=== vc_arbitro_wrr ===
$ cat config.mk
export PLATFORM = sky130hd
export DESIGN_NAME = vc_arbitro_wrr
export DESIGN_NICKNAME = d
export VERILOG_FILES = /design/src/rtl/vc_arbitro_wrr.sv
export SDC_FILE = /design/constraint.sdc
export NUM_CORES = 1
export LEC_CHECK = 0
export CORE_MARGIN = 10
export CORE_UTILIZATION = 33
export DETAILED_ROUTE_END_ITERATION = 6
export PLACE_DENSITY_LB_ADDON = 0.05
export SETUP_SLACK_MARGIN = 0.05
export SYNTH_ARGS = -nofsm -noshare
export SYNTH_HDL_FRONTEND = slang
export SYNTH_SLANG_ARGS = --single-unit
export TNS_END_PERCENT = 20
$ cat constraint.sdc
create_clock -name clk -period 1.9 [get_ports clk]
set_input_delay 0.38 -clock clk [delete_from_list [all_inputs] [get_ports clk]]
set_output_delay 0.38 -clock clk [all_outputs]
set_load 0.03 [all_outputs]
$ cat src/rtl/vc_arbitro_wrr.sv
// Weighted round-robin arbiter from the two virtual-channel FIFOs to the D0/D1 FIFOs.
// Pops are combinational (FWFT heads); the popped word is pushed one cycle later.
module vc_arbitro_wrr #(
    parameter int data_width = 6,
    parameter int DEST_BIT   = 4,
    parameter int VC0_WEIGHT = 3,
    parameter int VC1_WEIGHT = 1
) (
    input  logic                  clk,
    input  logic                  reset,
    input  logic                  enable,
    input  logic                  vc0_empty,
    input  logic                  vc1_empty,
    input  logic [data_width-1:0] vc0_data,
    input  logic [data_width-1:0] vc1_data,
    input  logic                  d0_almost_full,
    input  logic                  d1_almost_full,
    output logic                  vc0_pop,
    output logic                  vc1_pop,
    output logic                  d0_push,
    output logic                  d1_push,
    output logic [data_width-1:0] data_out,
    output logic [1:0]            grant
);

    typedef enum logic [1:0] {
        IDLE   = 2'd0,
        SERVE0 = 2'd1,
        SERVE1 = 2'd2
    } serve_t;

    localparam logic [3:0] W0 = 4'(VC0_WEIGHT);
    localparam logic [3:0] W1 = 4'(VC1_WEIGHT);

    serve_t     cur, cur_next;
    logic [3:0] cnt, cnt_next;
    logic       pick0, pick1;
    logic       vc0_dest, vc1_dest;
    logic       elig0, elig1;

    assign vc0_dest = vc0_data[DEST_BIT];
    assign vc1_dest = vc1_data[DEST_BIT];

    // A head is only eligible if its own destination has room, so a blocked
    // head on one VC never stalls the other VC.
    assign elig0 = enable & reset & ~vc0_empty & ~(vc0_dest ? d1_almost_full : d0_almost_full);
    assign elig1 = enable & reset & ~vc1_empty & ~(vc1_dest ? d1_almost_full : d0_almost_full);

    always_comb begin
        // NOTE: every output of this block gets a default first, so no path can infer a latch.
        pick0    = 1'b0;
        pick1    = 1'b0;
        cur_next = IDLE;
        cnt_next = 4'd0;
        case (cur)
            SERVE0: begin
                if (elig0 && cnt < W0) begin
                    pick0    = 1'b1;
                    cur_next = SERVE0;
                    cnt_next = cnt + 4'd1;
                end else if (elig1) begin
                    pick1    = 1'b1;
                    cur_next = SERVE1;
                    cnt_next = 4'd1;
                end else if (elig0) begin
                    pick0    = 1'b1;
                    cur_next = SERVE0;
                    cnt_next = 4'd1;
                end
            end
            SERVE1: begin
                if (elig1 && cnt < W1) begin
                    pick1    = 1'b1;
                    cur_next = SERVE1;
                    cnt_next = cnt + 4'd1;
                end else if (elig0) begin
                    pick0    = 1'b1;
                    cur_next = SERVE0;
                    cnt_next = 4'd1;
                end else if (elig1) begin
                    pick1    = 1'b1;
                    cur_next = SERVE1;
                    cnt_next = 4'd1;
                end
            end
            default: begin
                if (elig0) begin
                    pick0    = 1'b1;
                    cur_next = SERVE0;
                    cnt_next = 4'd1;
                end else if (elig1) begin
                    pick1    = 1'b1;
                    cur_next = SERVE1;
                    cnt_next = 4'd1;
                end
            end
        endcase
    end

    assign vc0_pop = pick0;
    assign vc1_pop = pick1;

    // NOTE: sequential state uses non-blocking assignments so every flop samples pre-edge values.
    always_ff @(posedge clk or negedge reset) begin
        if (!reset) begin
            cur <= IDLE;
            cnt <= 4'd0;
        end else begin
            cur <= cur_next;
            cnt <= cnt_next;
        end
    end

    // Output stage: the reset clears any word popped in the previous cycle.
    always_ff @(posedge clk or negedge reset) begin
        if (!reset) begin
            d0_push  <= 1'b0;
            d1_push  <= 1'b0;
            grant    <= 2'b00;
            data_out <= '0;
        end else begin
            d0_push <= (pick0 & ~vc0_dest) | (pick1 & ~vc1_dest);
            d1_push <= (pick0 &  vc0_dest) | (pick1 &  vc1_dest);
            grant   <= {pick1, pick0};
            if (pick0) begin
                data_out <= vc0_data;
            end else if (pick1) begin
                data_out <= vc1_data;
            end
        end
    end

endmodule
=== lane_motion_scheduler ===
### src/rtl/frogger_pkg.sv
// frogger_pkg: shared lane geometry, per-lane motion config record and scheduler states
package frogger_pkg;
    localparam int NUM_LANES = 8;
    localparam int X_W = 10;
    localparam int WRAP = 768;

    typedef struct packed {
        logic       dir;
        logic [3:0] speed;
        logic [3:0] div;
    } lane_cfg_t;

    typedef enum logic [1:0] {IDLE, SWEEP, DONE} lms_state_t;
endpackage

### src/rtl/vs_edge_sync.sv
// vs_edge_sync: brings VGA vertical sync into the Clk domain and flags its rising edge
module vs_edge_sync (
    input  logic Clk,
    input  logic Reset_n,
    input  logic frame_clk,
    output logic tick
);
    logic [2:0] sync_q;
    logic       tick_q;

    // two synchronizer flops, one history flop, registered rising-edge pulse
    always_ff @(posedge Clk or negedge Reset_n) begin
        if (!Reset_n) begin
            sync_q <= '0;
            tick_q <= 1'b0;
        end else begin
            sync_q <= {sync_q[1:0], frame_clk};
            tick_q <= sync_q[1] & ~sync_q[2];
        end
    end

    assign tick = tick_q;
endmodule

### src/rtl/lane_motion_scheduler.sv
// lane_motion_scheduler: per-frame sweep that steps every obstacle lane through one shared wrap adder
module lane_motion_scheduler
    import frogger_pkg::*;
#(
    parameter int NUM_LANES = frogger_pkg::NUM_LANES,
    parameter int X_W       = frogger_pkg::X_W,
    parameter int WRAP      = frogger_pkg::WRAP
) (
    input  logic                         Clk,
    input  logic                         Reset_n,
    input  logic                         frame_clk,
    input  logic                         run,
    input  logic                         cfg_we,
    input  logic [$clog2(NUM_LANES)-1:0] cfg_lane,
    input  logic                         cfg_dir,
    input  logic [3:0]                   cfg_speed,
    input  logic [3:0]                   cfg_div,
    input  logic [X_W-1:0]               cfg_x,
    output logic [NUM_LANES*X_W-1:0]     lane_x,
    output logic                         busy,
    output logic                         frame_done,
    output logic                         overrun
);
    localparam int LW = $clog2(NUM_LANES);
    localparam logic [X_W:0] WRAP_W = (X_W+1)'(WRAP);

    lane_cfg_t      cfg_q     [NUM_LANES];
    logic [3:0]     div_cnt_q [NUM_LANES];
    logic [X_W-1:0] x_q       [NUM_LANES];
    lms_state_t     state_q;
    logic [LW-1:0]  idx_q;
    logic           busy_q, frame_done_q, overrun_q;
    logic           tick;

    lane_cfg_t      cur;
    logic [X_W:0]   cur_x, spd, sum;
    logic [X_W-1:0] x_d;
    logic [3:0]     div_cnt_d;
    logic           hit;

    vs_edge_sync u_sync (
        .Clk       (Clk),
        .Reset_n   (Reset_n),
        .frame_clk (frame_clk),
        .tick      (tick)
    );

    // shared step/wrap datapath for the lane selected by the sweep index
    always_comb begin
        cur       = cfg_q[idx_q];
        cur_x     = {1'b0, x_q[idx_q]};
        spd       = (X_W+1)'(cur.speed);
        sum       = cur_x + spd;
        hit       = div_cnt_q[idx_q] == cur.div;
        div_cnt_d = hit ? 4'd0 : div_cnt_q[idx_q] + 4'd1;
        x_d       = !hit ? x_q[idx_q] :
                    X_W'(cur.dir ? (cur_x < spd ? cur_x + WRAP_W - spd : cur_x - spd)
                                 : (sum >= WRAP_W ? sum - WRAP_W : sum));
    end

    // lane registers: sweep writeback, then config write so it overrides a same-lane step
    always_ff @(posedge Clk or negedge Reset_n) begin
        if (!Reset_n) begin
            for (int i = 0; i < NUM_LANES; i++) begin
                cfg_q[i]     <= '0;
                div_cnt_q[i] <= '0;
                x_q[i]       <= '0;
            end
        end else begin
            if (state_q == SWEEP) begin
                div_cnt_q[idx_q] <= div_cnt_d;
                x_q[idx_q]       <= x_d;
            end
            if (cfg_we) begin
                cfg_q[cfg_lane]     <= {cfg_dir, cfg_speed, cfg_div};
                div_cnt_q[cfg_lane] <= '0;
                x_q[cfg_lane]       <= cfg_x;
            end
        end
    end

    // sweep sequencer with registered status outputs
    always_ff @(posedge Clk or negedge Reset_n) begin
        if (!Reset_n) begin
            state_q      <= IDLE;
            idx_q        <= '0;
            busy_q       <= 1'b0;
            frame_done_q <= 1'b0;
            overrun_q    <= 1'b0;
        end else begin
            overrun_q    <= tick && state_q != IDLE;
            frame_done_q <= 1'b0;
            case (state_q)
                IDLE: if (tick && run) begin
                    state_q <= SWEEP;
                    idx_q   <= '0;
                    busy_q  <= 1'b1;
                end
                SWEEP: begin
                    idx_q <= idx_q + 1'b1;
                    if (idx_q == LW'(NUM_LANES - 1)) begin
                        state_q      <= DONE;
                        frame_done_q <= 1'b1;
                    end
                end
                DONE: begin
                    state_q <= IDLE;
                    busy_q  <= 1'b0;
                end
                default: state_q <= IDLE;
            endcase
        end
    end

    for (genvar i = 0; i < NUM_LANES; i++) begin : g_lane
        assign lane_x[i*X_W +: X_W] = x_q[i];
    end

    assign busy       = busy_q;
    assign frame_done = frame_done_q;
    assign overrun    = overrun_q;
endmodule

### config.mk
export PLATFORM = sky130hd
export DESIGN_NAME = lane_motion_scheduler
export DESIGN_NICKNAME = d
export VERILOG_FILES = /design/src/rtl/frogger_pkg.sv /design/src/rtl/vs_edge_sync.sv /design/src/rtl/lane_motion_scheduler.sv
export SDC_FILE = /design/constraint.sdc
export NUM_CORES = 1
export LEC_CHECK = 0
export ABC_CLOCK_PERIOD_IN_PS = 5100
export CAP_MARGIN = 20
export CORE_MARGIN = 5
export CORE_UTILIZATION = 45
export DETAILED_ROUTE_END_ITERATION = 10
export PLACE_DENSITY = 0.71
export SLEW_MARGIN = 20
export SYNTH_ARGS = -nofsm -noshare
export SYNTH_HDL_FRONTEND = slang
export SYNTH_SLANG_ARGS = --single-unit
### constraint.sdc
create_clock -name Clk -period 5.1 [get_ports Clk]
set_input_delay 0.765 -clock Clk [delete_from_list [all_inputs] [get_ports Clk]]
set_output_delay 0.765 -clock Clk [all_outputs]
set_load 0.005 [all_outputs]

==> gallery <==
Clock network drawn from the DEF.
shot_01.png
Scale: 1.5 px per µm.
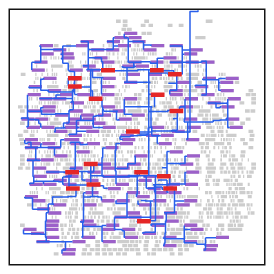
shot_02.png
Scale: 4 px per µm.
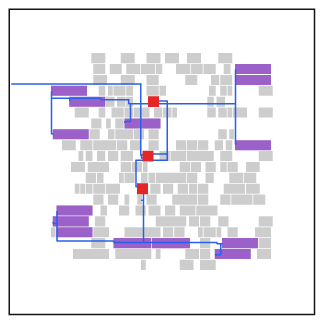
shot_01.png is lane_motion_scheduler.
shot_02.png is vc_arbitro_wrr.

Key to shot_01.png:
[clock wires] blue | length: 2400 µm
[flip-flops] purple | count: 196
[cells driving clock nets] red | count: 17
routed clock nets: 18

lane_motion_scheduler, placement view:
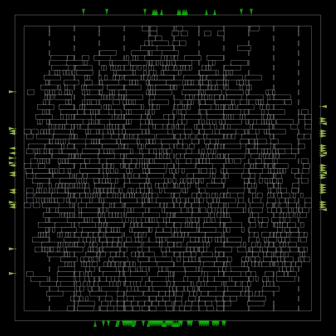
Tapcell Cnt: 330
flip-flops: 196
proportion of cell area occupied by registers: 0.3633
area of the core: 0.02511 mm²

lane_motion_scheduler, where the registers sit:
Scale: 1.5 px per µm. Other sequential cells in the stronger gray, the rest of the logic in the fainter gray.
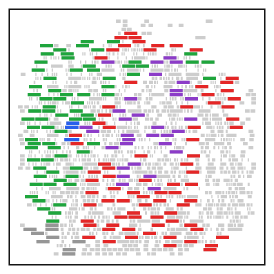
[cfg_q] green | sequential cells: 72
[idx_q] blue | sequential cells: 3
[div_cnt_q] purple | sequential cells: 32
[lane_x] red | sequential cells: 80

==> run summary, lane_motion_scheduler <==
Status on the layout run. The run finished with clean final reports. TritonCTS built the clock tree. Number of standard cells reported by yosys landed at between 1000 and 1500. In this run the critical path is formed by buf_12 -> mux2_2 -> a221oi_1 -> o22ai_1 -> ha_1 -> or3b_2 -> a31oi_1 -> o32ai_2 -> nor2_1 -> xnor2_1 -> ha_1 -> nand2_1 -> nor4_1 -> o221a_2 -> nor2_1 -> a2111o_4 -> a41oi_2. For this run, the detailed router's first-pass iteration total came to 6. Simple-gate share of the synthesized area landed at 0.2246. The capture point of the critical path was reported as lane_x[78]$_DFF_PN0_.

Internal power comes to 5.628 mW. The total overflow left after global routing is 0. Per the CTS log, the root buffer master is sky130_fd_sc_hd__clkbuf_16. Looking at the max-slew report, the worst-margin pin has a slew of about 1.2 ns. After clock tree synthesis, the flow added hold-fix buffers numbering 0.

Share of the core filled by cells before placement landed at 0.4550. Post-synth tally of flip-flops with integrated enable landed at 0. For this run, global-route usage on met3 was measured as 0.05847. The synthesis report gives the async set-or-reset register share as 1.000. Sequential cell fraction of total power landed at 0.243. In the post-route report, total wirelength is listed as slightly above 40 mm.

Detailed placement ended at an HPWL of roughly 29 mm. Chip area from the yosys synthesis statistics landed at between 0.01 and 0.015 mm².
==> lane_motion_scheduler: cell type report <==
type                            instances  area share
Clock buffer                           19     0.03277
Clock inverter                         13    0.008240
Inverter                               28    0.007777
Multi-Input combinational cell       1004      0.4448
Sequential cell                       196      0.3633
Tap cell                              330     0.03055
Timing Repair Buffer                  162      0.1126
==> lane_motion_scheduler: flip-flops by register name, indices dropped and copies added, names as in the netlist <==
name	count
busy	1
cfg_q	72
div_cnt_q	32
frame_done	1
idx_q	3
lane_x	80
overrun	1
state_q	2
u_sync.sync_q	3
u_sync.tick	1
==> lane_motion_scheduler: power by group through the flow <==
stage | registers, mW | logic [mW] | clock network [mW]
3_3_place_gp | 2.66 | 6.66 | 0
6_report | 2.65 | 6.97 | 1.31
5_1_grt | 2.71 | 7.54 | 1.38
4_1_cts | 2.64 | 6.82 | 1.32
2_1_floorplan | 2.43 | 4.45 | 0
3_5_place_dp | 2.66 | 6.77 | 0
vc_arbitro_wrr, placement view:
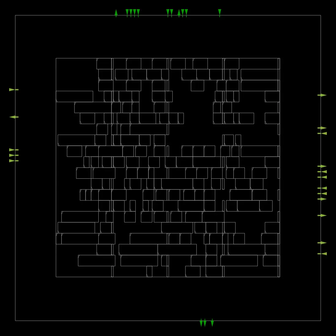
Tapcell Cnt: 44
Cell Count, Final, Fillers Out: 220
fill cell count: 274
flip-flops: 14
proportion of cell area occupied by registers: 0.2017

vc_arbitro_wrr, port wiring:
Scale: 6 px per µm.
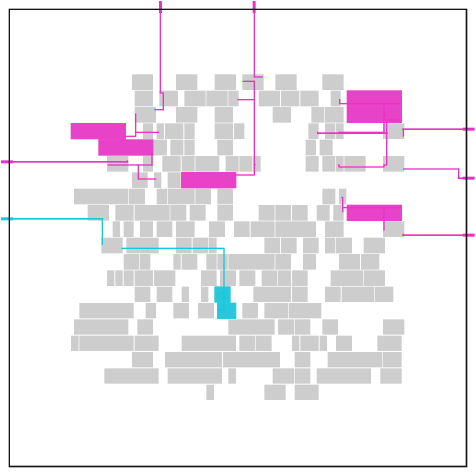
[vc1_empty] cyan | bits: 1 | direction: input | edge: west | end cells: 2 | buffers: 1 | wire: 48.9 µm
[data_out] magenta | bits: 6 | direction: output | edge: 3 east, 2 north, 1 west | end cells: 6 | buffers: 6 | wire: 200 µm

==> run summary, vc_arbitro_wrr <==
Status on the layout run. The worst setup path is launched from a flop. Of the total power, registers draw 0.373. Global placement routability congestion landed at between 0.8 and 0.9.

Stage-log warning count landed at 31. The worst register-to-register path ends at data_out[3]$_DFFE_PN0P_. In this run the worst setup path terminates at vc1_pop. Source-to-sink clock delay at the later pin of the worst-skew pair landed at ~0.28 ns.

Switching power as a fraction of the total was reported as 0.3581. When the netlist entered floorplanning its net count stood at roughly 130. Power comes to approximately 1.0 mW. Die outline width landed at 75.96 µm. The repair_antennas step left the layout with diodes totalling 0. Via count of the first global-routing pass landed at roughly 1200. The layer flagged by global routing as most heavily used is met2. Met2 global-route usage landed at 0.2024. Biggest fanout along the worst timing path landed at 3. For this design, the CTS-stage hold fixing added 0 buffers. STA reports the tightest min-delay check as being of type in2async. Average cell area after synthesis landed at around 9.6 µm².

Synthesized area landed at just over 0.001 mm². In this run the register-to-register setup slack is -0.09 ns. In the post-synthesis netlist, the cell with the most instances is sky130_fd_sc_hd__dfrtp_1. After detailed routing, the number of remaining DRC violations is 0. In the global route stage, met1 resource usage came out at 0.1563.

Final core utilization landed at 0.5777. The flow ran to the end, but the final reports show violations. Across all hold checks on the routed design, the worst slack comes to approximately 0.24 ns. In the post-route analysis, the smallest setup slack over all paths is -0.4373 ns. The synthesized design spends more area on one cell type than any other, namely sky130_fd_sc_hd__dfrtp_1. STA classifies the critical path endpoint as an output port. TritonCTS built the clock tree. Total negative slack landed at -1.316 ns. STA lists the startpoint of the worst register-to-register path as cnt[1]$_DFF_PN0_. Final count of negative-setup-slack endpoints landed at 10. The checks that failed: setup timing. Count of state elements after synthesis landed at 14.
[vc_arbitro_wrr: cells by family after synthesis]
logic type                 Yosys count  synth area share
AOI/OAI and AO/OA                   38            0.3257
xor gates and xnor gates             1          0.008476
adders and majority gates            4           0.04843
buffers and inverters               18           0.08231
DFF                                 14            0.3390
muxes                                3           0.03510
other                                1          0.003628
and+or+nand+nor                     29            0.1574
[vc_arbitro_wrr: layout make-up]
type / count / area (µm²)
Clock buffer: 4 / 26.28
Fill cell: 274 / 1279
Inverter: 13 / 48.80
Multi-Input combinational cell: 76 / 670.6
Sequential cell: 14 / 352.8
Tap cell: 44 / 55.05
Timing Repair Buffer: 69 / 595.6
[vc_arbitro_wrr: power by group through the flow]
stage,logic (mW),clock network [mW],registers [mW]
finish,0.441,0.183,0.372
global route,0.477,0.204,0.379
CTS,0.439,0.192,0.372
detailed placement,0.433,0,0.378
global placement,0.432,0,0.376
floorplan,0.148,0,0.454
[vc_arbitro_wrr: repair_timing]
action	CTS	global route
setup buffers	3	2
pin swaps	6	3
endpoints found under the setup margin	11	12
resized	13	3
[vc_arbitro_wrr: flip-flops by register name, indices dropped and copies added, names as in the netlist]
name,cells
grant,1
d1_push,1
cnt,4
data_out,6
cur,1
d0_push,1


==> notes/layouts.md <==
Pictures saved along the way, in no particular order.

Cells colored by class.
image #1
Scale: 4 px per µm.
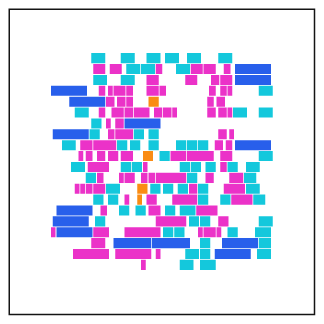
image #2
Scale: 1.5 px per µm.
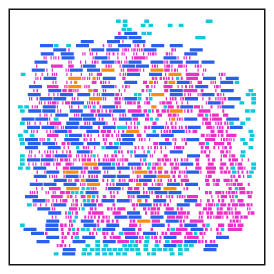
- vc_arbitro_wrr = image #1
- lane_motion_scheduler = image #2
The one with the largest die is image #2.

Key to image #1:
[all other logic] magenta | cells: 89
[flip-flops] blue | cells: 14
[other buffers and delay cells] cyan | cells: 69
[clock drivers and dummy loads] orange | cells: 4

Power and IR drop assume default switching activity.
